=== block 1 ===
block_1/layer_met3.png
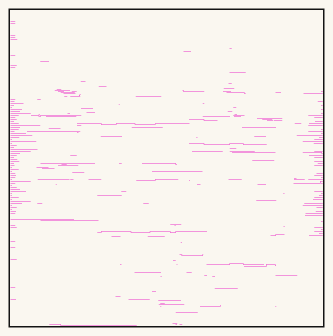
block_1/clk_routes.png
The bar under the picture is 50 um long.
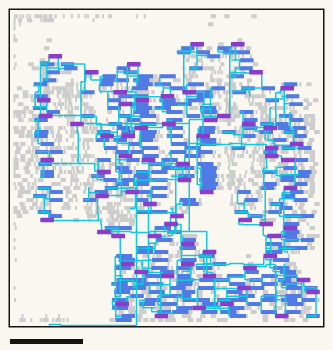
block_1/cell_density.png
21 x 22 tiles, from white (low) to dark blue (high), 0 to 100% covered.
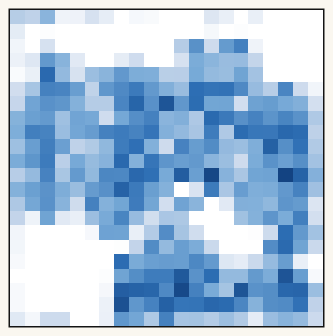
===== src/rtl/if_stage_if.sv =====
// ============================================================================
//  Module      : if_stage_if
//  Description : Bundle of the fetch-stage signals: program-memory
//                request/response, decode-side hazard/redirect inputs,
//                registered decode outputs and performance counters.
//                master = fetch stage, slave = its environment.
//  Revision    : 1.0 - initial release
// ============================================================================
`default_nettype none

`ifndef DATA_WIDTH
`define DATA_WIDTH 32
`endif

interface if_stage_if;
    // Program-memory side
    logic                   imem_req_o;
    logic [`DATA_WIDTH-1:0] imem_addr_o;
    logic                   imem_rvalid_i;
    logic [`DATA_WIDTH-1:0] imem_rdata_i;

    // Control from later stages
    logic                   stall_i;
    logic                   stall_general_i;
    logic                   brj_i;
    logic [`DATA_WIDTH-1:0] brj_pc_i;

    // Decode register
    logic [`DATA_WIDTH-1:0] d_instruction_o;
    logic [`DATA_WIDTH-1:0] d_pc_o;
    logic [`DATA_WIDTH-1:0] d_pc4_o;
    logic                   d_valid_o;

    // Performance counters
    logic [31:0]            perf_fetched_o;
    logic [31:0]            perf_flushed_o;

    modport master (
        output imem_req_o, imem_addr_o,
        input  imem_rvalid_i, imem_rdata_i,
        input  stall_i, stall_general_i, brj_i, brj_pc_i,
        output d_instruction_o, d_pc_o, d_pc4_o, d_valid_o,
        output perf_fetched_o, perf_flushed_o
    );

    modport slave (
        input  imem_req_o, imem_addr_o,
        output imem_rvalid_i, imem_rdata_i,
        output stall_i, stall_general_i, brj_i, brj_pc_i,
        input  d_instruction_o, d_pc_o, d_pc4_o, d_valid_o,
        input  perf_fetched_o, perf_flushed_o
    );
endinterface

`default_nettype wire


===== src/rtl/if_stage.sv =====
// ============================================================================
//  Module      : if_stage
//  Description : Instruction-fetch stage. Owns the fetch PC, issues at most
//                one outstanding program-memory request, buffers responses in
//                a small prefetch FIFO and presents a registered
//                {instruction, pc, pc+4} to decode. Hazard/general stalls
//                freeze the decode register; branch/jump redirects flush the
//                FIFO and discard the in-flight wrong-path word.
//                Optional feature macro: IF_PERF_CNT_EN (fetched/flushed
//                counters; outputs tied to zero when undefined).
//  Revision    : 1.0 - initial release
// ============================================================================
`default_nettype none

`ifndef DATA_WIDTH
`define DATA_WIDTH 32
`endif

module if_stage #(
    parameter logic [`DATA_WIDTH-1:0] RESET_PC   = 32'h0000_0000,
    parameter int                     FIFO_DEPTH = 2,
    parameter logic [`DATA_WIDTH-1:0] NOP_INSTR  = 32'h0000_0013
) (
    input wire         clk,
    input wire         rst_n,
    if_stage_if.master bus
);

    localparam int c_dw    = `DATA_WIDTH;
    localparam int c_ptr_w = $clog2(FIFO_DEPTH);
    localparam int c_cnt_w = c_ptr_w + 1;

    localparam logic [c_cnt_w:0]   c_depth      = (c_cnt_w+1)'(FIFO_DEPTH);
    localparam logic [c_ptr_w-1:0] c_ptr_one    = 1;
    localparam logic [c_dw-1:0]    c_four       = 4;
    localparam logic [c_dw-1:0]    c_align_mask = 3;

    // Memory-request tracker: nothing in flight, one in flight to keep,
    // or one in flight that belongs to a squashed path.
    localparam logic [1:0] c_st_idle = 2'd0;
    localparam logic [1:0] c_st_busy = 2'd1;
    localparam logic [1:0] c_st_drop = 2'd2;

    logic [1:0]         r_state;
    logic [1:0]         w_state_next;

    logic [c_dw-1:0]    r_fetch_pc;
    logic [c_dw-1:0]    r_req_addr;

    logic [c_dw-1:0]    r_fifo_instr [FIFO_DEPTH];
    logic [c_dw-1:0]    r_fifo_pc    [FIFO_DEPTH];
    logic [c_ptr_w-1:0] r_wr_ptr;
    logic [c_ptr_w-1:0] r_rd_ptr;
    logic [c_cnt_w-1:0] r_count;

    logic [c_dw-1:0]    r_d_instr;
    logic [c_dw-1:0]    r_d_pc;
    logic [c_dw-1:0]    r_d_pc4;
    logic               r_d_valid;

    logic               w_hold;
    logic               w_redirect;
    logic               w_fifo_nonempty;
    logic               w_pop;
    logic [c_dw-1:0]    w_target;

    logic               w_outstanding;
    logic               w_discard;
    logic               w_resp;
    logic               w_push;
    logic               w_drop;
    logic [c_cnt_w:0]   w_occupancy;
    logic [c_cnt_w:0]   w_limit;
    logic               w_req;

    assign w_hold          = bus.stall_i | bus.stall_general_i;
    assign w_redirect      = bus.brj_i & ~w_hold;
    assign w_fifo_nonempty = (r_count != '0);
    assign w_pop           = ~w_hold & ~w_redirect & w_fifo_nonempty;
    assign w_target        = bus.brj_pc_i & ~c_align_mask;

    // Request tracker state register
    always_ff @(posedge clk or negedge rst_n) begin
        if (!rst_n) begin
            r_state <= c_st_idle;
        end else begin
            r_state <= w_state_next;
        end
    end

    // Request tracker next state: a redirect turns a still-pending request
    // into one to be dropped; a response retires it unless re-issued.
    always_comb begin
        w_state_next = r_state;
        case (r_state)
            c_st_idle: begin
                if (w_req) begin
                    w_state_next = c_st_busy;
                end
            end
            c_st_busy, c_st_drop: begin
                if (w_redirect) begin
                    w_state_next = bus.imem_rvalid_i ? c_st_idle : c_st_drop;
                end else if (bus.imem_rvalid_i) begin
                    w_state_next = w_req ? c_st_busy : c_st_idle;
                end
            end
            default: w_state_next = c_st_idle;
        endcase
    end

    // Request tracker outputs: response routing and the issue decision.
    // A response with nothing outstanding is ignored entirely.
    always_comb begin
        w_outstanding = (r_state != c_st_idle);
        w_discard     = (r_state == c_st_drop);
        w_resp        = bus.imem_rvalid_i & w_outstanding;
        w_push        = w_resp & ~w_discard & ~w_redirect;
        w_drop        = w_resp & (w_discard | w_redirect);
        // Occupancy counts the in-flight word as already holding a slot, so
        // a push can never hit a full FIFO.
        w_occupancy   = {1'b0, r_count} + {{c_cnt_w{1'b0}}, w_outstanding};
        w_limit       = c_depth + {{c_cnt_w{1'b0}}, w_pop};
        w_req         = ~w_redirect
                      & (~w_outstanding | bus.imem_rvalid_i)
                      & (w_occupancy < w_limit);
    end

    assign bus.imem_req_o  = w_req;
    assign bus.imem_addr_o = r_fetch_pc;

    // Fetch PC: jump to the word-aligned target on redirect, else advance
    // on every issued request and remember the address for the response.
    always_ff @(posedge clk or negedge rst_n) begin
        if (!rst_n) begin
            r_fetch_pc <= RESET_PC;
            r_req_addr <= '0;
        end else if (w_redirect) begin
            r_fetch_pc <= w_target;
        end else if (w_req) begin
            r_fetch_pc <= r_fetch_pc + c_four;
            r_req_addr <= r_fetch_pc;
        end
    end

    // FIFO storage: written on push, no reset needed.
    always_ff @(posedge clk) begin
        if (w_push) begin
            r_fifo_instr[r_wr_ptr] <= bus.imem_rdata_i;
            r_fifo_pc[r_wr_ptr]    <= r_req_addr;
        end
    end

    // FIFO pointers and count: cleared on redirect, else push/pop.
    always_ff @(posedge clk or negedge rst_n) begin
        if (!rst_n) begin
            r_wr_ptr <= '0;
            r_rd_ptr <= '0;
            r_count  <= '0;
        end else if (w_redirect) begin
            r_wr_ptr <= '0;
            r_rd_ptr <= '0;
            r_count  <= '0;
        end else begin
            if (w_push) begin
                r_wr_ptr <= r_wr_ptr + c_ptr_one;
            end
            if (w_pop) begin
                r_rd_ptr <= r_rd_ptr + c_ptr_one;
            end
            r_count <= r_count + {{(c_cnt_w-1){1'b0}}, w_push}
                               - {{(c_cnt_w-1){1'b0}}, w_pop};
        end
    end

    // Decode register: frozen under hold; bubble on redirect or empty FIFO
    // (bubbles keep the last pc/pc4), otherwise load the FIFO head.
    always_ff @(posedge clk or negedge rst_n) begin
        if (!rst_n) begin
            r_d_instr <= NOP_INSTR;
            r_d_pc    <= '0;
            r_d_pc4   <= '0;
            r_d_valid <= 1'b0;
        end else if (!w_hold) begin
            if (w_pop) begin
                r_d_instr <= r_fifo_instr[r_rd_ptr];
                r_d_pc    <= r_fifo_pc[r_rd_ptr];
                r_d_pc4   <= r_fifo_pc[r_rd_ptr] + c_four;
                r_d_valid <= 1'b1;
            end else begin
                r_d_instr <= NOP_INSTR;
                r_d_valid <= 1'b0;
            end
        end
    end

    assign bus.d_instruction_o = r_d_instr;
    assign bus.d_pc_o          = r_d_pc;
    assign bus.d_pc4_o         = r_d_pc4;
    assign bus.d_valid_o       = r_d_valid;

`ifdef IF_PERF_CNT_EN
    logic [31:0] r_perf_fetched;
    logic [31:0] r_perf_flushed;
    logic [31:0] w_flush_inc;

    assign w_flush_inc = (w_redirect ? 32'(r_count) : 32'd0) + {31'd0, w_drop};

    // Wrapping counters of valid decode loads and of squashed words.
    always_ff @(posedge clk or negedge rst_n) begin
        if (!rst_n) begin
            r_perf_fetched <= '0;
            r_perf_flushed <= '0;
        end else begin
            if (w_pop) begin
                r_perf_fetched <= r_perf_fetched + 32'd1;
            end
            r_perf_flushed <= r_perf_flushed + w_flush_inc;
        end
    end

    assign bus.perf_fetched_o = r_perf_fetched;
    assign bus.perf_flushed_o = r_perf_flushed;
`else
    assign bus.perf_fetched_o = '0;
    assign bus.perf_flushed_o = '0;
`endif

endmodule

`default_nettype wire


===== src/flat_wrapper.sv =====
// flat-port wrapper written by rule: the top's interface ports become plain ports
module if_stage_flat 
#(
    parameter logic [`DATA_WIDTH-1:0] RESET_PC   = 32'h0000_0000,
    parameter int                     FIFO_DEPTH = 2,
    parameter logic [`DATA_WIDTH-1:0] NOP_INSTR  = 32'h0000_0013
)
  (clk, rst_n, bus_imem_req_o, bus_imem_addr_o, bus_imem_rvalid_i, bus_imem_rdata_i, bus_stall_i, bus_stall_general_i, bus_brj_i, bus_brj_pc_i, bus_d_instruction_o, bus_d_pc_o, bus_d_pc4_o, bus_d_valid_o, bus_perf_fetched_o, bus_perf_flushed_o);
  if_stage_if bus_i ();
  input wire clk;
  input wire rst_n;
  output wire logic [$bits(bus_i.imem_req_o)-1:0] bus_imem_req_o;
  output wire logic [$bits(bus_i.imem_addr_o)-1:0] bus_imem_addr_o;
  input wire logic [$bits(bus_i.imem_rvalid_i)-1:0] bus_imem_rvalid_i;
  input wire logic [$bits(bus_i.imem_rdata_i)-1:0] bus_imem_rdata_i;
  input wire logic [$bits(bus_i.stall_i)-1:0] bus_stall_i;
  input wire logic [$bits(bus_i.stall_general_i)-1:0] bus_stall_general_i;
  input wire logic [$bits(bus_i.brj_i)-1:0] bus_brj_i;
  input wire logic [$bits(bus_i.brj_pc_i)-1:0] bus_brj_pc_i;
  output wire logic [$bits(bus_i.d_instruction_o)-1:0] bus_d_instruction_o;
  output wire logic [$bits(bus_i.d_pc_o)-1:0] bus_d_pc_o;
  output wire logic [$bits(bus_i.d_pc4_o)-1:0] bus_d_pc4_o;
  output wire logic [$bits(bus_i.d_valid_o)-1:0] bus_d_valid_o;
  output wire logic [$bits(bus_i.perf_fetched_o)-1:0] bus_perf_fetched_o;
  output wire logic [$bits(bus_i.perf_flushed_o)-1:0] bus_perf_flushed_o;
  assign bus_imem_req_o = bus_i.imem_req_o;
  assign bus_imem_addr_o = bus_i.imem_addr_o;
  assign bus_i.imem_rvalid_i = bus_imem_rvalid_i;
  assign bus_i.imem_rdata_i = bus_imem_rdata_i;
  assign bus_i.stall_i = bus_stall_i;
  assign bus_i.stall_general_i = bus_stall_general_i;
  assign bus_i.brj_i = bus_brj_i;
  assign bus_i.brj_pc_i = bus_brj_pc_i;
  assign bus_d_instruction_o = bus_i.d_instruction_o;
  assign bus_d_pc_o = bus_i.d_pc_o;
  assign bus_d_pc4_o = bus_i.d_pc4_o;
  assign bus_d_valid_o = bus_i.d_valid_o;
  assign bus_perf_fetched_o = bus_i.perf_fetched_o;
  assign bus_perf_flushed_o = bus_i.perf_flushed_o;
  if_stage #(.RESET_PC(RESET_PC), .FIFO_DEPTH(FIFO_DEPTH), .NOP_INSTR(NOP_INSTR)) u_core (.clk(clk), .rst_n(rst_n), .bus(bus_i));
endmodule

===== config.mk =====
export PLATFORM = sky130hd
export DESIGN_NAME = if_stage_flat
export DESIGN_NICKNAME = d
export VERILOG_FILES = /design/src/rtl/if_stage_if.sv /design/src/rtl/if_stage.sv /design/src/flat_wrapper.sv
export SDC_FILE = /design/constraint.sdc
export NUM_CORES = 1
export LEC_CHECK = 0
export ABC_AREA = 1
export CORE_AREA = 2 2 211 213
export CTS_CLUSTER_DIAMETER = 30
export DETAILED_ROUTE_END_ITERATION = 16
export DIE_AREA = 0 0 213 215
export SLEW_MARGIN = 20
export SYNTH_ARGS = -nofsm -noshare
export SYNTH_HDL_FRONTEND = slang
export SYNTH_SLANG_ARGS = --single-unit

===== constraint.sdc =====
create_clock -name clk -period 3.9 [get_ports clk]
set_input_delay 0.585 -clock clk [delete_from_list [all_inputs] [get_ports clk]]
set_output_delay 0.585 -clock clk [all_outputs]
set_load 0.03 [all_outputs]

==> changes_impl.md <==
## Flow update

* H-tree depth at 3
* Placed cell areas at ~0.015 sq mm
* Global-route wire length before repair at 53200 um
* IR Drop Worst-Case VDD at roughly 0.44 mV
* RD Place Congestion at 0.830
* Count of tool warnings at 31
* # clock sinks at 283
* Max reg flops at 64
* CTS tree: done
* Clock power frac at 34.3%
* Final worst slack at 1.08 ns
* WL met3 at 2040 um
* Tap cells at 592
* Fillers at 4282
* Buf/Inv on CP at 4
* Status: finished, final reports clean
* Async SR Flop Fraction at between 50% and 60%
* Largest net degree at the start of global routing at 93
* Vias in the first global route at 9539
* Final std cell area, no fill at 0.0175 sq mm
* CP Launch Type: flip-flop
* Clock root cell: clkbuf_16
* Mapped Cells at 1393
* Top-count cell post-synth: nand2_1
## Picture notes: block_1/layer_met3.png
longest straight run: 51.5 um
wire length on this layer: 2040 um
vias post-DR: 9970
met3 Use GR: 3.96%
WL final: 34100 um

## Picture notes: block_1/clk_routes.png
legend:
  clock wires:
    colour: cyan
    length: 4450 um
  flip-flops:
    colour: blue
    count: 283
  clock drivers:
    colour: purple
    count: 66
flops lie: spread over the die
routed clock nets: 67
skew final: 0.0226 ns
clock distribution power: 5.47 mW

## Picture notes: block_1/cell_density.png
fullest tile: 92%
tiles over 75% full: 7.4%
mean over tiles: 37%
Core ar.: 0.0436 sq mm
Final Util: 40.0%
FP Core Util: 29.7%


=== block 2 ===
### config.mk
export PLATFORM = sky130hd
export DESIGN_NAME = hex_operand_entry
export DESIGN_NICKNAME = d
export VERILOG_FILES = /design/src/rtl/hex_entry_pkg.sv /design/src/rtl/hex_operand_entry_button_debounce.sv /design/src/rtl/hex_operand_entry.sv
export SDC_FILE = /design/constraint.sdc
export NUM_CORES = 1
export LEC_CHECK = 0
export ABC_AREA = 0
export CAP_MARGIN = 20
export CORE_UTILIZATION = 35
export CTS_CLUSTER_DIAMETER = 150
export DETAILED_ROUTE_END_ITERATION = 10
export PLACE_DENSITY = 0.54
export SYNTH_ARGS = -nofsm -noshare
export SYNTH_HDL_FRONTEND = slang
export SYNTH_SLANG_ARGS = --single-unit
### constraint.sdc
create_clock -name clk -period 2.95 [get_ports clk]
set_input_delay 0.59 -clock clk [delete_from_list [all_inputs] [get_ports clk]]
set_output_delay 0.59 -clock clk [all_outputs]
set_load 0.01 [all_outputs]
### src/rtl/hex_entry_pkg.sv
// Shared types and constants for the pushbutton hex operand entry block.
package hex_entry_pkg;

  typedef enum logic {
    EDIT = 1'b0,
    HOLD = 1'b1
  } state_t;

  localparam int NEXT     = 0;
  localparam int INC      = 1;
  localparam int DEC      = 2;
  localparam int ENTER    = 3;
  localparam int NUM_BTNS = 4;

  localparam int DEFAULT_DEBOUNCE_CYCLES = 1_000_000;
  localparam int DEFAULT_BLINK_CYCLES    = 12_500_000;

  // Steps one nibble up or down modulo 16; neighbouring nibbles never see a carry.
  function automatic logic [31:0] nibble_step(input logic [31:0] value,
                                              input logic [2:0]  idx,
                                              input logic        up);
    logic [31:0] result;
    logic [3:0]  nib;
    result = value;
    nib    = value[{idx, 2'b00} +: 4];
    nib    = up ? nib + 4'd1 : nib - 4'd1;
    result[{idx, 2'b00} +: 4] = nib;
    return result;
  endfunction

endpackage

### src/rtl/hex_operand_entry_button_debounce.sv
// One pushbutton: 2-flop synchronizer, stability counter and a press pulse
// on each debounced rising edge.
module button_debounce
  import hex_entry_pkg::*;
#(
  parameter int DEBOUNCE_CYCLES = DEFAULT_DEBOUNCE_CYCLES
) (
  input  logic clk,
  input  logic reset,
  input  logic raw,
  output logic press
);

  localparam int CW = $clog2(DEBOUNCE_CYCLES + 1);

  logic          sync1;
  logic          sync2;
  logic          stable;
  logic          stable_d;
  logic          lock;
  logic [1:0]    primed;
  logic [CW-1:0] count;

  // lock suppresses presses after reset until a genuine released sample arrives,
  // so a button held through reset must be released before it can fire again.
  always_ff @(posedge clk) begin
    if (reset) begin
      sync1    <= 1'b0;
      sync2    <= 1'b0;
      stable   <= 1'b0;
      stable_d <= 1'b0;
      lock     <= 1'b1;
      primed   <= 2'b00;
      count    <= '0;
    end else begin
      sync1    <= raw;
      sync2    <= sync1;
      stable_d <= stable;
      primed   <= {primed[0], 1'b1};
      if (primed[1] && !sync2) lock <= 1'b0;
      if (sync2 != stable) begin
        if (count == CW'(DEBOUNCE_CYCLES)) begin
          stable <= sync2;
          count  <= '0;
        end else begin
          count <= count + 1'b1;
        end
      end else begin
        count <= '0;
      end
    end
  end

  assign press = stable & ~stable_d & ~lock;

endmodule

### src/rtl/hex_operand_entry.sv
// Hex operand editor: four debounced buttons edit a 32-bit number digit by
// digit; enter commits it through a valid/ready handshake.
module hex_operand_entry
  import hex_entry_pkg::*;
#(
  parameter int DEBOUNCE_CYCLES = DEFAULT_DEBOUNCE_CYCLES,
  parameter int BLINK_CYCLES    = DEFAULT_BLINK_CYCLES
) (
  input  logic        clk,
  input  logic        reset,
  input  logic        btn_next,
  input  logic        btn_inc,
  input  logic        btn_dec,
  input  logic        btn_enter,
  input  logic        load,
  input  logic [31:0] load_value,
  input  logic        out_ready,
  output logic [31:0] number,
  output logic [2:0]  cursor,
  output logic [7:0]  blank_mask,
  output logic [31:0] operand,
  output logic        out_valid
);

  localparam int BW = $clog2(BLINK_CYCLES);

  // Handshake: operand transfers on any edge where out_valid and out_ready are
  // both high; out_valid then drops and stays low until the next enter.
  logic [NUM_BTNS-1:0] raw_btn;
  logic [NUM_BTNS-1:0] press;
  state_t              state;
  logic [BW-1:0]       blink_cnt;
  logic                phase;

  assign raw_btn = {btn_enter, btn_dec, btn_inc, btn_next};

  for (genvar i = 0; i < NUM_BTNS; i++) begin : g_btn
    button_debounce #(
      .DEBOUNCE_CYCLES(DEBOUNCE_CYCLES)
    ) u_btn (
      .clk  (clk),
      .reset(reset),
      .raw  (raw_btn[i]),
      .press(press[i])
    );
  end

  always_ff @(posedge clk) begin
    if (reset) begin
      state     <= EDIT;
      number    <= '0;
      cursor    <= '0;
      operand   <= '0;
      out_valid <= 1'b0;
      blink_cnt <= '0;
      phase     <= 1'b0;
    end else begin
      if (blink_cnt == BW'(BLINK_CYCLES - 1)) begin
        blink_cnt <= '0;
        phase     <= ~phase;
      end else begin
        blink_cnt <= blink_cnt + 1'b1;
      end

      case (state)
        EDIT: begin
          if (load) begin
            number <= load_value;
            cursor <= '0;
          end else if (press[ENTER]) begin
            operand   <= number;
            out_valid <= 1'b1;
            state     <= HOLD;
          end else if (press[INC]) begin
            number <= nibble_step(number, cursor, 1'b1);
          end else if (press[DEC]) begin
            number <= nibble_step(number, cursor, 1'b0);
          end else if (press[NEXT]) begin
            cursor <= cursor + 3'd1;
          end
        end
        HOLD: begin
          if (out_ready) begin
            out_valid <= 1'b0;
            state     <= EDIT;
          end
        end
        default: state <= EDIT;
      endcase
    end
  end

  assign blank_mask = (phase && state == EDIT) ? (8'b1 << cursor) : 8'h00;

endmodule

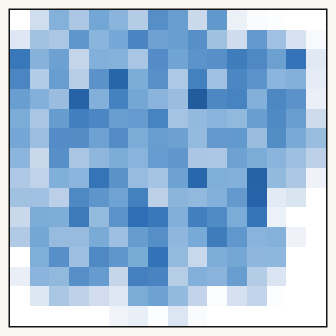
block_2/cell_density.png
16 x 16 tiles, from white (low) to dark blue (high), 0 to 100% covered.
fullest tile: 82%
nearly empty tiles: 11%
emptiest ninth of the die: south-east
tiles over 75% full: 2.7%
FP Core Util: 35.6%
Core ar.: 0.0251 sq mm
Final Util: 44.0%

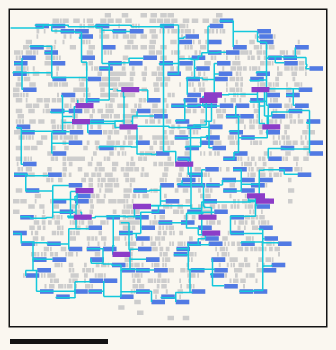
block_2/clk_routes.png
The bar under the picture is 50 um long.
legend:
  clock drivers:
    colour: purple
    count: 17
  clock wires:
    colour: cyan
    length: 2670 um
  flip-flops:
    colour: blue
    count: 196
routed clock nets: 18
skew final: 0.0117 ns
clk latency of the worst-skew pair: 0.44 ns
clock distribution power: 2.34 mW
Clock power frac: 42.4%

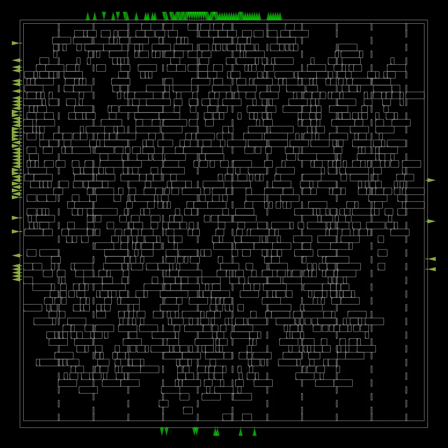
block_2/placement.png
FP Rows: 58
tap cells: 330
fin cells: 1462
Seq/total area: 35.5%

==> changes_impl.md <==
## Flow update

* Post-synthesis net count at roughly 1100
* Die Wd at approximately 160 um
* # setup viols final at 0
* Data required, critical path at 2.36 ns
* Overall power at 5.52 mW
* Simple Share, Synth at roughly a quarter
* Comb area at 0.00470 sq mm
* Status: finished, final reports clean
* Largest net degree at the start of global routing at 53
* Worst Tran Pin Value at 0.706 ns
* Most frequent logic cells in the routed design: dfxtp_1, nor2_1, clkdlybuf4s50_1, nand2_1
* Clkbuf count at 18
* Combinational Power at 0.437 mW
* Layout net count at between 1000 and 1500
* R2R Path End: number[19]$_SDFFE_PP0P_
* Power Dens Cells at about 500 mW/mm^2
* Clock transition at the registers of the reported paths at 0.08 ns

=== block 3 ===
## src/rtl/ifetch_pkg.sv

```systemverilog
// Shared types and constants for the instruction fetch queue.
// Optional statistics counters are enabled by defining IFETCH_STATS_EN.
package ifetch_pkg;

    localparam int INSTR_W = 32;
    localparam int ADDR_W  = 32;
    localparam logic [ADDR_W-1:0] PC_STEP = 32'd4;

    // One buffered fetch result: address of the following instruction plus the word itself.
    typedef struct packed {
        logic [ADDR_W-1:0]  pc_4;
        logic [INSTR_W-1:0] instr;
    } entry_t;

    // 32-bit add that sticks at all-ones instead of wrapping.
    function automatic logic [31:0] sat_add32(input logic [31:0] a, input logic [31:0] b);
        logic [32:0] sum;
        sum = {1'b0, a} + {1'b0, b};
        return sum[32] ? 32'hFFFF_FFFF : sum[31:0];
    endfunction

endpackage

```

## src/rtl/ifetch_fifo.sv

```systemverilog
// Entry buffer for the fetch queue: storage, wrapping pointers and occupancy count.
// The head entry is read straight out of registered storage.
module ifetch_fifo
    import ifetch_pkg::*;
#(
    parameter int DEPTH = 4
) (
    input  logic                   clock,
    input  logic                   reset,
    input  logic                   push,
    input  logic                   pop,
    input  logic                   flush,
    input  entry_t                 din,
    output entry_t                 dout,
    output logic                   empty,
    output logic [$clog2(DEPTH):0] count
);

    localparam int PW = $clog2(DEPTH);
    localparam int CW = PW + 1;
    localparam logic [CW-1:0] FULL_CNT = CW'(DEPTH);

    entry_t          mem_q [DEPTH];
    logic [PW-1:0]   wr_ptr_q;
    logic [PW-1:0]   rd_ptr_q;
    logic [CW-1:0]   count_q;
    logic            push_ok_s;
    logic            pop_ok_s;

    // Qualify push/pop against the current occupancy.
    always_comb begin
        push_ok_s = 1'b0;
        pop_ok_s  = 1'b0;
        if (flush) begin
            push_ok_s = 1'b0;
            pop_ok_s  = 1'b0;
        end else begin
            push_ok_s = push && (count_q != FULL_CNT);
            pop_ok_s  = pop && (count_q != {CW{1'b0}});
        end
    end

    // Pointer and occupancy state; a flush empties the buffer and overrides push/pop.
    always_ff @(posedge clock or negedge reset) begin
        if (!reset) begin
            wr_ptr_q <= {PW{1'b0}};
            rd_ptr_q <= {PW{1'b0}};
            count_q  <= {CW{1'b0}};
        end else if (flush) begin
            wr_ptr_q <= {PW{1'b0}};
            rd_ptr_q <= {PW{1'b0}};
            count_q  <= {CW{1'b0}};
        end else begin
            if (push_ok_s) begin
                wr_ptr_q <= wr_ptr_q + PW'(1);
            end
            if (pop_ok_s) begin
                rd_ptr_q <= rd_ptr_q + PW'(1);
            end
            case ({push_ok_s, pop_ok_s})
                2'b10:   count_q <= count_q + CW'(1);
                2'b01:   count_q <= count_q - CW'(1);
                default: count_q <= count_q;
            endcase
        end
    end

    // Entry storage, cleared on reset.
    always_ff @(posedge clock or negedge reset) begin
        if (!reset) begin
            for (int i = 0; i < DEPTH; i++) begin
                mem_q[i] <= {(INSTR_W + ADDR_W){1'b0}};
            end
        end else if (push_ok_s) begin
            mem_q[wr_ptr_q] <= din;
        end
    end

    assign dout  = mem_q[rd_ptr_q];
    assign empty = (count_q == {CW{1'b0}});
    assign count = count_q;

endmodule

```

## src/rtl/ifetch_queue.sv

```systemverilog
// Instruction fetch stage: owns the fetch PC, issues in-order icache reads under a
// credit rule so every response has a free slot, and buffers results for dispatch.
// A redirect flushes buffered entries and discards responses still in flight.
// Defining IFETCH_STATS_EN adds saturating fetched/flushed counters.
module ifetch_queue
    import ifetch_pkg::*;
#(
    parameter int          DEPTH     = 4,
    parameter int          MAX_OUTST = 2,
    parameter logic [31:0] RESET_PC  = 32'h0
) (
    input  logic        clock,
    input  logic        reset,
    output logic        icache_req,
    output logic [31:0] icache_addr,
    input  logic        icache_ready,
    input  logic        icache_valid,
    input  logic [31:0] icache_data,
    output logic [31:0] ifetch_pc_4,
    output logic [31:0] ifetch_intruction,
    output logic        ifetch_empty,
    input  logic        Dispatch_ren,
    input  logic        Dispatch_jmp,
    input  logic [31:0] Dispatch_jmp_addr
`ifdef IFETCH_STATS_EN
    ,
    output logic [31:0] stat_fetched,
    output logic [31:0] stat_flushed
`endif
);

    localparam int CW = $clog2(DEPTH) + 1;
    localparam int OW = $clog2(MAX_OUTST + 1);
    localparam logic [31:0] DEPTH_L = 32'(DEPTH);
    localparam logic [31:0] MAX_L   = 32'(MAX_OUTST);

    logic [ADDR_W-1:0] pc_q, pc_d;
    logic [ADDR_W-1:0] rpc_q, rpc_d;
    logic [OW-1:0]     outst_q, outst_d;
    logic [OW-1:0]     drop_q, drop_d;

    logic [CW-1:0]     count_s;
    logic [31:0]       used_s;
    logic              issue_s;
    logic              accept_s;
    logic              discard_s;
    logic              push_s;
    logic              pop_s;
    entry_t            din_s;
    entry_t            head_s;
    logic              empty_s;

    // Credit check: buffered plus in-flight never exceeds the buffer depth.
    always_comb begin
        used_s  = 32'(count_s) + 32'(outst_q);
        issue_s = (used_s < DEPTH_L) && (32'(outst_q) < MAX_L) && !Dispatch_jmp;
    end

    // Request is held low while reset is asserted so outputs sit at their reset values.
    assign icache_req  = issue_s && reset;
    assign icache_addr = pc_q;
    assign accept_s    = icache_req && icache_ready;

    // Response routing: stale responses (pending drops, or arriving with a redirect) are discarded.
    always_comb begin
        discard_s = 1'b0;
        push_s    = 1'b0;
        if (icache_valid) begin
            discard_s = (drop_q != {OW{1'b0}}) || Dispatch_jmp;
            push_s    = !discard_s;
        end else begin
            discard_s = 1'b0;
            push_s    = 1'b0;
        end
    end

    // Next-state for fetch PC, response PC and the outstanding/drop counters.
    always_comb begin
        pc_d    = pc_q;
        rpc_d   = rpc_q;
        outst_d = outst_q;
        drop_d  = drop_q;

        case ({accept_s, icache_valid})
            2'b10:   outst_d = outst_q + OW'(1);
            2'b01:   outst_d = outst_q - OW'(1);
            default: outst_d = outst_q;
        endcase

        if (Dispatch_jmp) begin
            pc_d   = Dispatch_jmp_addr;
            rpc_d  = Dispatch_jmp_addr;
            // Every request still in flight after this edge belongs to the old stream.
            drop_d = outst_d;
        end else begin
            pc_d   = accept_s ? (pc_q + PC_STEP) : pc_q;
            rpc_d  = push_s ? (rpc_q + PC_STEP) : rpc_q;
            drop_d = (icache_valid && (drop_q != {OW{1'b0}})) ? (drop_q - OW'(1)) : drop_q;
        end
    end

    // Fetch-side state registers.
    always_ff @(posedge clock or negedge reset) begin
        if (!reset) begin
            pc_q    <= RESET_PC;
            rpc_q   <= RESET_PC;
            outst_q <= {OW{1'b0}};
            drop_q  <= {OW{1'b0}};
        end else begin
            pc_q    <= pc_d;
            rpc_q   <= rpc_d;
            outst_q <= outst_d;
            drop_q  <= drop_d;
        end
    end

    assign din_s = '{pc_4: rpc_q + PC_STEP, instr: icache_data};
    assign pop_s = Dispatch_ren && !Dispatch_jmp;

    ifetch_fifo #(
        .DEPTH (DEPTH)
    ) u_fifo (
        .clock (clock),
        .reset (reset),
        .push  (push_s),
        .pop   (pop_s),
        .flush (Dispatch_jmp),
        .din   (din_s),
        .dout  (head_s),
        .empty (empty_s),
        .count (count_s)
    );

    assign ifetch_pc_4       = head_s.pc_4;
    assign ifetch_intruction = head_s.instr;
    assign ifetch_empty      = empty_s;

`ifdef IFETCH_STATS_EN
    logic [31:0] stat_fetched_q;
    logic [31:0] stat_flushed_q;
    logic [31:0] flush_inc_s;

    // Entries lost this cycle: buffer contents on a redirect plus any discarded response.
    always_comb begin
        flush_inc_s = 32'd0;
        if (Dispatch_jmp) begin
            flush_inc_s = 32'(count_s) + {31'd0, discard_s};
        end else begin
            flush_inc_s = {31'd0, discard_s};
        end
    end

    // Saturating statistics counters.
    always_ff @(posedge clock or negedge reset) begin
        if (!reset) begin
            stat_fetched_q <= 32'd0;
            stat_flushed_q <= 32'd0;
        end else begin
            stat_fetched_q <= sat_add32(stat_fetched_q, {31'd0, push_s});
            stat_flushed_q <= sat_add32(stat_flushed_q, flush_inc_s);
        end
    end

    assign stat_fetched = stat_fetched_q;
    assign stat_flushed = stat_flushed_q;
`endif

endmodule

```

## config.mk

```make
export PLATFORM = sky130hd
export DESIGN_NAME = ifetch_queue
export DESIGN_NICKNAME = d
export VERILOG_FILES = /design/src/rtl/ifetch_pkg.sv /design/src/rtl/ifetch_fifo.sv /design/src/rtl/ifetch_queue.sv
export SDC_FILE = /design/constraint.sdc
export NUM_CORES = 1
export LEC_CHECK = 0
export ABC_AREA = 1
export CAP_MARGIN = 25
export CORE_MARGIN = 5
export CORE_UTILIZATION = 57
export CTS_CLUSTER_DIAMETER = 120
export DETAILED_ROUTE_END_ITERATION = 10
export PLACE_DENSITY = 0.9
export REMOVE_ABC_BUFFERS = 1
export SLEW_MARGIN = 20
export SYNTH_ARGS = -nofsm -noshare
export SYNTH_HDL_FRONTEND = slang
export SYNTH_SLANG_ARGS = --single-unit
```

## constraint.sdc

```tcl
create_clock -name clock -period 2.39 [get_ports clock]
set_input_delay 0.239 -clock clock [delete_from_list [all_inputs] [get_ports clock]]
set_output_delay 0.239 -clock clock [all_outputs]
set_load 0.01 [all_outputs]
```

==> changes_impl.md <==
## Flow update

* H-tree depth at 2
* Yosys Warn Count at 0
* Global routing's busiest layer: met2
* Count of tool warnings at 32
* IR Drop Worst-Case VDD at 0.501 mV
* Max reg flops at approximately 260
* Seq/total area at 42.7%
* Yosys xor share at around 1.6%
* Dominant kind of cell: registers
* Status: finished, final reports clean
* Clock root cell: clkbuf_16
* Fin cells at 2596
* FF+latch area at a little over 0.008 sq mm
* Seq. pwr at 8.16 mW
* Power Dens Cells at 1040 mW/mm^2
* Reg2reg setup slack at 0.26 ns
* Clock distribution power at 5.41 mW
* Final worst slack at 0.0679 ns
* Overall power at 20.2 mW
* Top delay family on crit path: buffers and inverters
* Mapped Cells at 2060
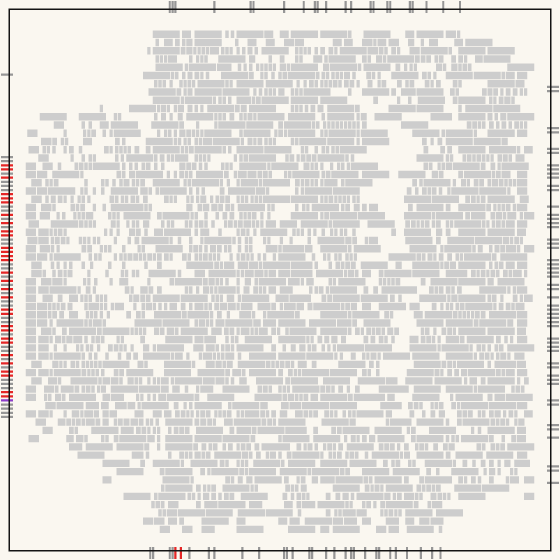
block_3/io_placement.png
Pins as bars across the die edge, other pins in grey.
legend:
  `icache_addr`:
    colour: red
    pins: 32
    direction: output
    edge: 30 west, 2 south
  `icache_valid`:
    colour: purple
    pins: 1
    direction: input
    edge: west
all pins by edge: 65 west, 51 east, 30 south, 22 north
Die Wd: 178 um
die height: 178 um
Port Buffer Count: 167

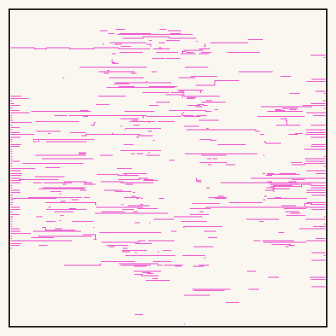
block_3/layer_met3.png
longest straight run: 58.7 um
share of all routed wire: 8.9%
wire length on this layer: 4040 um
nets with wire on the layer: 299
main direction: horizontal
WL final: 45400 um
vias post-DR: 15000
met3 Use GR: 5.11%

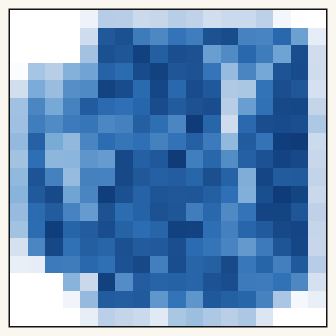
block_3/cell_density.png
18 x 18 tiles, from white (low) to dark blue (high), 0 to 100% covered.
densest ninth of the die: centre
tiles over 75% full: 44%
mean over tiles: 60%
emptiest ninth of the die: north-west
nearly empty tiles: 8.6%
fullest tile: 96%
Final Util: 69.7%
Core ar.: 0.0279 sq mm
FP Core Util: 57.8%


=== block 4 ===
block_4/clk_routes.png
The bar under the picture is 10 um long.
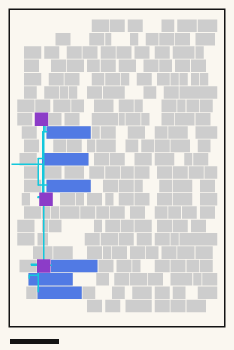
block_4/wires.png
The bar under the picture is 10 um long.
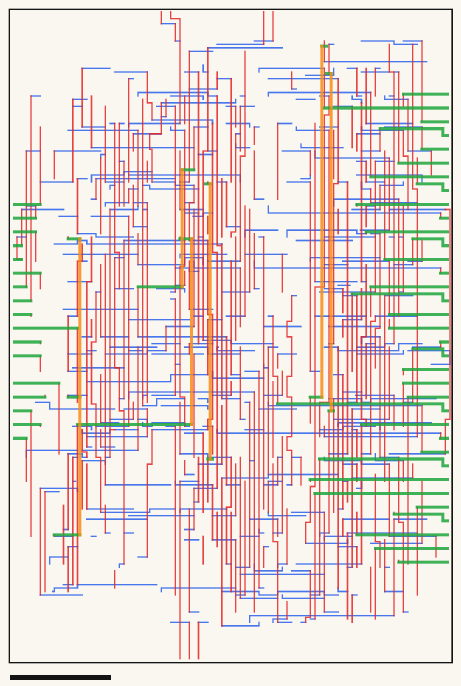
`src/rtl/hazard_fwd_unit.sv`:
```
// Pipeline hazard unit: EX operand forwarding, load-use and divider-scoreboard stalls.
// Optional saturating stall counter enabled by defining HAZARD_STALL_CNT_EN.
module hazard_fwd_unit #(
  parameter int unsigned NUM_FWD_STAGES = 2,
  parameter int unsigned FW             = $clog2(NUM_FWD_STAGES + 1)
) (
  input  logic                        clk,
  input  logic                        rst,
  input  logic [NUM_FWD_STAGES-1:0]   stg_regwrite,
  input  logic [5*NUM_FWD_STAGES-1:0] stg_rd,
  input  logic [4:0]                  id_ex_rs1,
  input  logic [4:0]                  id_ex_rs2,
  input  logic                        id_ex_memread,
  input  logic [4:0]                  id_ex_rd,
  input  logic [4:0]                  if_id_rs1,
  input  logic [4:0]                  if_id_rs2,
  input  logic [4:0]                  if_id_rd,
  input  logic                        if_id_is_div,
  input  logic                        div_start,
  input  logic [4:0]                  div_rd,
  input  logic                        div_done,
  output logic [FW-1:0]               forwardA,
  output logic [FW-1:0]               forwardB,
  output logic                        stall,
  output logic                        div_busy
`ifdef HAZARD_STALL_CNT_EN
  ,
  output logic [31:0]                 stall_cnt
`endif
);

  localparam int unsigned RW = 5;

  typedef enum logic {
    IDLE = 1'b0,
    BUSY = 1'b1
  } state_t;

  state_t        r_state;
  state_t        w_state_nxt;
  logic [RW-1:0] r_pend_rd;
  logic [RW-1:0] w_pend_nxt;

  logic w_load_use;
  logic w_pend_hit;
  logic w_launch_hit;
  logic w_sb_hit;
  logic w_struct_hit;

  // Walk oldest to youngest so the youngest matching stage wins.
  always_comb begin
    forwardA = '0;
    forwardB = '0;
    for (int i = NUM_FWD_STAGES - 1; i >= 0; i--) begin
      if (stg_regwrite[i] && (stg_rd[RW*i +: RW] != '0)) begin
        if (stg_rd[RW*i +: RW] == id_ex_rs1) forwardA = FW'(int'(NUM_FWD_STAGES) - i);
        if (stg_rd[RW*i +: RW] == id_ex_rs2) forwardB = FW'(int'(NUM_FWD_STAGES) - i);
      end
    end
  end

  assign w_load_use = id_ex_memread && (id_ex_rd != '0) &&
                      ((id_ex_rd == if_id_rs1) || (id_ex_rd == if_id_rs2));

  assign w_pend_hit = (r_state == BUSY) && (r_pend_rd != '0) &&
                      ((r_pend_rd == if_id_rs1) || (r_pend_rd == if_id_rs2) ||
                       (r_pend_rd == if_id_rd));

  // The launching divide is not yet in the scoreboard, so check it directly.
  assign w_launch_hit = div_start && (div_rd != '0) &&
                        ((div_rd == if_id_rs1) || (div_rd == if_id_rs2) ||
                         (div_rd == if_id_rd));

  assign w_sb_hit     = w_pend_hit || w_launch_hit;
  assign w_struct_hit = if_id_is_div && ((r_state == BUSY) || div_start);
  assign stall        = w_load_use || w_sb_hit || w_struct_hit;
  assign div_busy     = (r_state == BUSY);

  // Scoreboard next state; a done coinciding with a start hands over to the new divide.
  always_comb begin
    w_state_nxt = r_state;
    w_pend_nxt  = r_pend_rd;
    case (r_state)
      IDLE: begin
        if (div_start) begin
          w_state_nxt = BUSY;
          w_pend_nxt  = div_rd;
        end
      end
      BUSY: begin
        if (div_done) begin
          if (div_start) begin
            w_pend_nxt = div_rd;
          end else begin
            w_state_nxt = IDLE;
          end
        end
      end
      default: begin
        w_state_nxt = IDLE;
      end
    endcase
  end

  always_ff @(posedge clk or negedge rst) begin
    if (!rst) begin
      r_state   <= IDLE;
      r_pend_rd <= '0;
    end else begin
      r_state   <= w_state_nxt;
      r_pend_rd <= w_pend_nxt;
    end
  end

`ifdef HAZARD_STALL_CNT_EN
  logic [31:0] r_stall_cnt;

  always_ff @(posedge clk or negedge rst) begin
    if (!rst) begin
      r_stall_cnt <= '0;
    end else if (stall && (r_stall_cnt != 32'hFFFF_FFFF)) begin
      r_stall_cnt <= r_stall_cnt + 32'd1;
    end
  end

  assign stall_cnt = r_stall_cnt;
`endif

endmodule

```
`config.mk`:
```
export PLATFORM = sky130hd
export DESIGN_NAME = hazard_fwd_unit
export DESIGN_NICKNAME = d
export VERILOG_FILES = /design/src/rtl/hazard_fwd_unit.sv
export SDC_FILE = /design/constraint.sdc
export NUM_CORES = 1
export LEC_CHECK = 0
export CORE_ASPECT_RATIO = 1.5
export CORE_UTILIZATION = 38
export CTS_CLUSTER_SIZE = 14
export DETAILED_ROUTE_END_ITERATION = 6
export HOLD_SLACK_MARGIN = 0.05
export PLACE_DENSITY = 0.81
export SYNTH_ARGS = -nofsm -noshare
export SYNTH_HDL_FRONTEND = slang
export SYNTH_SLANG_ARGS = --single-unit
```
`constraint.sdc`:
```
create_clock -name clk -period 1.9 [get_ports clk]
set_clock_uncertainty 0.1 [all_clocks]
set_input_delay 0.285 -clock clk [delete_from_list [all_inputs] [get_ports clk]]
set_output_delay 0.285 -clock clk [all_outputs]
set_load 0.005 [all_outputs]
```
==> changes_impl.md <==
## Flow update

* Status: finished, violations left
* Failing checks: design-rule violations, negative setup slack
* Non-clock buffer share at 40.3%
* Worst Hold Margin at ~0.18 ns
* Comb area at 928 sq um
* Critical path type: in2out
* Power Dens Cells at 390 mW/mm^2
* Inverter count at 0
* Switch Pwr at 0.259 mW
* Num sequential at 6
* Worst setup path endpoint: stall
* Placed cell areas at 0.00182 sq mm
* RSZ-0062 raised after global routing: yes
* # setup viols final at 2
* Drc violations at 8
* Slew HR at 81.2%
* MUX area fraction at 5.70%
* Clk tree area frac at 1.19%
* Reg2reg setup slack at 0.59 ns
* Fin cells at roughly 230
* Layout net count at 261
* Total track usage at 28.1%
* Max reg flops at 5
* Final worst slack at -0.162 ns
* Post-synthesis adder-cell area fraction at 0%
* Critical path endpoint category: output port
* DR top layer: met4
* Dpl cells at 223
* CTS tree: done
About block_4/clk_routes.png:
legend:
  clock drivers:
    colour: purple
    count: 3
  clock wires:
    colour: cyan
    length: 76.4 um
  flip-flops:
    colour: blue
    count: 6
routed clock nets: 4
Clock power frac: 15.6%
clock distribution power: 0.116 mW
clk latency of the worst-skew pair: 0.25 ns

About block_4/wires.png:
legend:
  metal 3:
    colour: green
    wire_length: 283 um
  metal 2:
    colour: red
    wire_length: 2180 um
  metal 1:
    colour: blue
    wire_length: 1150 um
  metal 4:
    colour: orange
    wire_length: 154 um
drt wl/cell: 16.4 um
vias post-DR: 1209


=== block 5 ===
## config.mk

```make
export PLATFORM = sky130hd
export DESIGN_NAME = fifo_async_read_ctrl_flat
export DESIGN_NICKNAME = d
export VERILOG_FILES = /design/src/rtl/fifo_async_read_ctrl_if.sv /design/src/rtl/fifo_async_read_ctrl.sv /design/src/flat_wrapper.sv
export SDC_FILE = /design/constraint.sdc
export NUM_CORES = 1
export LEC_CHECK = 0
export ABC_AREA = 1
export CORE_UTILIZATION = 43
export CTS_BUF_LIST = sky130_fd_sc_hd__clkbuf_4 sky130_fd_sc_hd__clkbuf_8 sky130_fd_sc_hd__clkbuf_16
export CTS_CLUSTER_DIAMETER = 100
export CTS_CLUSTER_SIZE = 12
export DETAILED_ROUTE_END_ITERATION = 7
export GPL_ROUTABILITY_DRIVEN = 0
export PLACE_DENSITY_LB_ADDON = 0.15
export SETUP_SLACK_MARGIN = 0.2
export SYNTH_ARGS = -nofsm -noshare
export SYNTH_HDL_FRONTEND = slang
export SYNTH_SLANG_ARGS = --single-unit
export TNS_END_PERCENT = 100
```

## constraint.sdc

```tcl
create_clock -name read_clk -period 2.5 [get_ports read_clk]
set_clock_uncertainty 0.05 [all_clocks]
set_input_delay 0.25 -clock read_clk [delete_from_list [all_inputs] [get_ports read_clk]]
set_output_delay 0.25 -clock read_clk [all_outputs]
set_load 0.02 [all_outputs]
```

## src/rtl/fifo_async_read_ctrl_if.sv

```systemverilog
// Read-side bus of the asynchronous FIFO: pop request, synchronised write
// pointer, RAM read port, pointers, flags and registered read data.
//   slave  : the read controller (fifo_async_read_ctrl)
//   master : the consumer / RAM / synchroniser side
// Signals:
//   read_in         pop request
//   wptr_g_sync_in  Gray write pointer, already in the read clock domain
//   rdata_mem_in    RAM read data, combinational from raddr_out
//   raddr_out       RAM read address
//   rptr_b_out      binary read pointer (wrap bit included)
//   rptr_g_out      Gray read pointer for the write-side synchroniser
//   empty_out       no word available
//   aempty_out      fill level at or below AEMPTY_LEVEL
//   rdata_out       registered read data
//   rvalid_out      rdata_out holds valid data
interface fifo_async_read_ctrl_if #(
  parameter int unsigned WIDTH     = 8,
  parameter int unsigned PTR_WIDTH = 4
);
  logic                 read_in;
  logic [PTR_WIDTH-1:0] wptr_g_sync_in;
  logic [WIDTH-1:0]     rdata_mem_in;
  logic [PTR_WIDTH-2:0] raddr_out;
  logic [PTR_WIDTH-1:0] rptr_b_out;
  logic [PTR_WIDTH-1:0] rptr_g_out;
  logic                 empty_out;
  logic                 aempty_out;
  logic [WIDTH-1:0]     rdata_out;
  logic                 rvalid_out;

  modport slave (
    input  read_in, wptr_g_sync_in, rdata_mem_in,
    output raddr_out, rptr_b_out, rptr_g_out, empty_out, aempty_out,
           rdata_out, rvalid_out
  );

  modport master (
    output read_in, wptr_g_sync_in, rdata_mem_in,
    input  raddr_out, rptr_b_out, rptr_g_out, empty_out, aempty_out,
           rdata_out, rvalid_out
  );
endinterface

```

## src/rtl/fifo_async_read_ctrl.sv

```systemverilog
// Read-side controller of the asynchronous FIFO (read clock domain only).
// Owns the binary and Gray read pointers, derives empty / almost-empty from
// the synchronised Gray write pointer, drives the RAM read address and
// registers the read data.
// Ports:
//   read_clk  read-domain clock, rising edge
//   nrst_in   asynchronous active-low reset
//   rd        fifo_async_read_ctrl_if.slave (pop, pointers, flags, data)
// Configuration:
//   FIFO_ASYNC_RD_FWFT_EN  defined   -> first-word-fall-through output
//                          undefined -> standard 1-cycle read latency
module fifo_async_read_ctrl #(
  parameter int unsigned WIDTH        = 8,
  parameter int unsigned PTR_WIDTH    = 4,
  parameter int unsigned AEMPTY_LEVEL = 1
) (
  input logic                  read_clk,
  input logic                  nrst_in,
  fifo_async_read_ctrl_if.slave rd
);

  typedef logic [PTR_WIDTH-1:0] ptr_t;
  localparam ptr_t AEMPTY_LVL = ptr_t'(AEMPTY_LEVEL);

  ptr_t             rptr_b_q, rptr_b_d;
  ptr_t             rptr_g_q, rptr_g_d;
  logic             mem_empty_q, mem_empty_d;
  logic             aempty_q, aempty_d;
  logic [WIDTH-1:0] rdata_q, rdata_d;
  logic             rvalid_q, rvalid_d;

  logic             advance;
  ptr_t             wptr_b_sync;
  ptr_t             fill;

  always_comb begin
    advance     = 1'b0;
    rdata_d     = rdata_q;
    rvalid_d    = rvalid_q;
    wptr_b_sync = '0;

`ifdef FIFO_ASYNC_RD_FWFT_EN
    // Prefetch into the output register whenever it is free or being popped.
    advance = ~mem_empty_q & (~rvalid_q | rd.read_in);
    if (advance) begin
      rdata_d  = rd.rdata_mem_in;
      rvalid_d = 1'b1;
    end else if (rd.read_in) begin
      rvalid_d = 1'b0;
    end
`else
    advance = rd.read_in & ~mem_empty_q;
    rvalid_d = advance;
    if (advance) begin
      rdata_d = rd.rdata_mem_in;
    end
`endif

    rptr_b_d = rptr_b_q + {{(PTR_WIDTH-1){1'b0}}, advance};
    rptr_g_d = (rptr_b_d >> 1) ^ rptr_b_d;

    // Gray-to-binary: each binary bit is the XOR of all Gray bits at or above it.
    for (int unsigned i = 0; i < PTR_WIDTH; i++) begin
      wptr_b_sync[i] = ^(rd.wptr_g_sync_in >> i);
    end

    // Flags use the post-update pointer so the last pop sets empty at once.
    mem_empty_d = (rptr_g_d == rd.wptr_g_sync_in);
    fill        = wptr_b_sync - rptr_b_d;
    aempty_d    = (fill <= AEMPTY_LVL);
  end

  always_ff @(posedge read_clk or negedge nrst_in) begin
    if (!nrst_in) begin
      rptr_b_q    <= '0;
      rptr_g_q    <= '0;
      mem_empty_q <= 1'b1;
      aempty_q    <= 1'b1;
      rdata_q     <= '0;
      rvalid_q    <= 1'b0;
    end else begin
      rptr_b_q    <= rptr_b_d;
      rptr_g_q    <= rptr_g_d;
      mem_empty_q <= mem_empty_d;
      aempty_q    <= aempty_d;
      rdata_q     <= rdata_d;
      rvalid_q    <= rvalid_d;
    end
  end

  assign rd.raddr_out  = rptr_b_q[PTR_WIDTH-2:0];
  assign rd.rptr_b_out = rptr_b_q;
  assign rd.rptr_g_out = rptr_g_q;
  assign rd.aempty_out = aempty_q;
  assign rd.rdata_out  = rdata_q;
  assign rd.rvalid_out = rvalid_q;
`ifdef FIFO_ASYNC_RD_FWFT_EN
  assign rd.empty_out  = ~rvalid_q;
`else
  assign rd.empty_out  = mem_empty_q;
`endif

endmodule

```

## src/flat_wrapper.sv

```systemverilog
// flat-port wrapper written by rule: the top's interface ports become plain ports
module fifo_async_read_ctrl_flat 
#(
  parameter int unsigned WIDTH        = 8,
  parameter int unsigned PTR_WIDTH    = 4,
  parameter int unsigned AEMPTY_LEVEL = 1
)
  (read_clk, nrst_in, rd_read_in, rd_wptr_g_sync_in, rd_rdata_mem_in, rd_raddr_out, rd_rptr_b_out, rd_rptr_g_out, rd_empty_out, rd_aempty_out, rd_rdata_out, rd_rvalid_out);
  fifo_async_read_ctrl_if #(.WIDTH(WIDTH), .PTR_WIDTH(PTR_WIDTH)) rd_i ();
  input logic read_clk;
  input logic nrst_in;
  input wire logic [$bits(rd_i.read_in)-1:0] rd_read_in;
  input wire logic [$bits(rd_i.wptr_g_sync_in)-1:0] rd_wptr_g_sync_in;
  input wire logic [$bits(rd_i.rdata_mem_in)-1:0] rd_rdata_mem_in;
  output wire logic [$bits(rd_i.raddr_out)-1:0] rd_raddr_out;
  output wire logic [$bits(rd_i.rptr_b_out)-1:0] rd_rptr_b_out;
  output wire logic [$bits(rd_i.rptr_g_out)-1:0] rd_rptr_g_out;
  output wire logic [$bits(rd_i.empty_out)-1:0] rd_empty_out;
  output wire logic [$bits(rd_i.aempty_out)-1:0] rd_aempty_out;
  output wire logic [$bits(rd_i.rdata_out)-1:0] rd_rdata_out;
  output wire logic [$bits(rd_i.rvalid_out)-1:0] rd_rvalid_out;
  assign rd_i.read_in = rd_read_in;
  assign rd_i.wptr_g_sync_in = rd_wptr_g_sync_in;
  assign rd_i.rdata_mem_in = rd_rdata_mem_in;
  assign rd_raddr_out = rd_i.raddr_out;
  assign rd_rptr_b_out = rd_i.rptr_b_out;
  assign rd_rptr_g_out = rd_i.rptr_g_out;
  assign rd_empty_out = rd_i.empty_out;
  assign rd_aempty_out = rd_i.aempty_out;
  assign rd_rdata_out = rd_i.rdata_out;
  assign rd_rvalid_out = rd_i.rvalid_out;
  fifo_async_read_ctrl #(.WIDTH(WIDTH), .PTR_WIDTH(PTR_WIDTH), .AEMPTY_LEVEL(AEMPTY_LEVEL)) u_core (.read_clk(read_clk), .nrst_in(nrst_in), .rd(rd_i));
endmodule
```

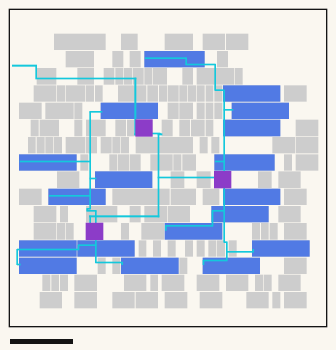
block_5/clk_routes.png
The bar under the picture is 10 um long.
legend:
  clock wires:
    colour: cyan
    length: 206 um
  flip-flops:
    colour: blue
    count: 18
  clock drivers:
    colour: purple
    count: 3
routed clock nets: 4
clock distribution power: 0.176 mW
clk latency of the worst-skew pair: 0.29 ns
Clock power frac: 9.4%

==> changes_impl.md <==
## Flow update

* Status: finished, final reports clean
* # setup viols final at 0
* Avg Cell Area, Syn at 8.30 sq um
* Total track usage at 18.8%
* CTS max path bufs at 2
* Cells along the critical path: clkdlybuf4s50_1, xor2_2, xnor2_1, inv_1, ha_1, inv_1, fa_2, a21oi_2, o21ai_0, a21oi_1
* Fmax achieved at 0.475 GHz
* Data required, critical path at 2.68 ns
* Seq. pwr at 0.499 mW
* DR top layer: met4
* Dominant register cell: dfrtp_1
* Met3 Use GR at under 10%
* Global-route wire length before repair at 3540 um
* Yosys xor share at 5.20%
* Signal buffers at 39
* Hold_buf cts at 0
* Synth area leaders: dfrtp_1, nand2_1, nand3_1
* Yosys reg bits at 18
* Comb area at 473 sq um
* DR pass1 iterations at 6
* Power Dens Cells at about 1300 mW/mm^2
* FP Rows at 16
* CP Launch Type: input port
* # Post-CTS Setup Buffers at 0
* IR Drop Worst-Case VDD at 0.876 mV
* Top non-seq family: simple AND/OR/NAND/NOR gates
* Dominant kind of cell: multi-input combinational cells
* Core ar. at just over 0.002 sq mm
* Post_cts resized at 1


==> layout pictures side by side <==
Cell placement.
panel A
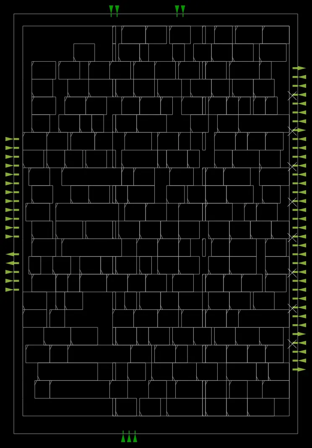
panel B
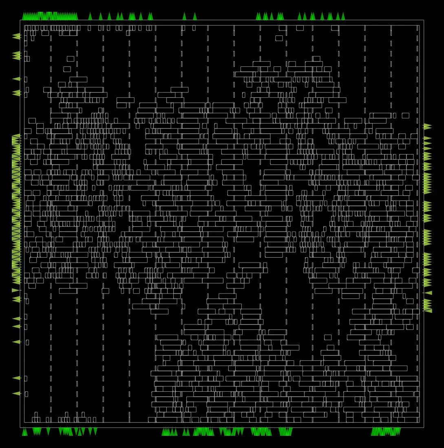
panel C
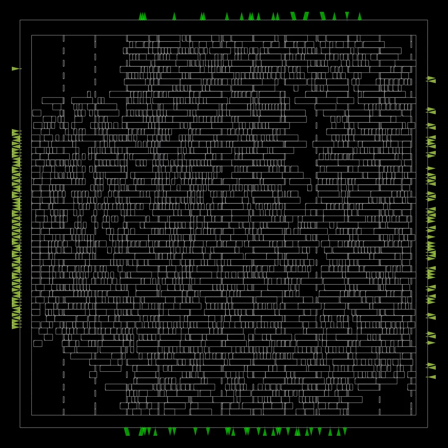
panel D
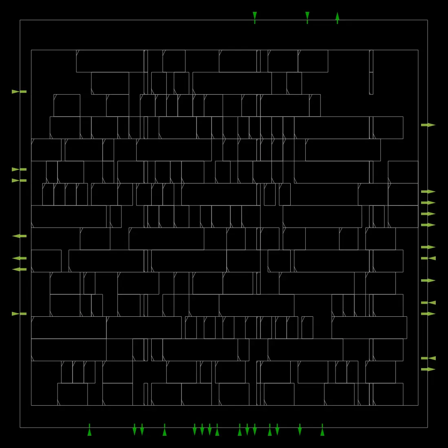
- fewest cells: panel D
- fewest sequential cells: panel A
| from | picture |
|---|---|
| block 4 | panel A |
| block 5 | panel D |
| block 3 | panel C |
| block 1 | panel B |

No activity file was given, so power comes from the tool's default toggle rates.
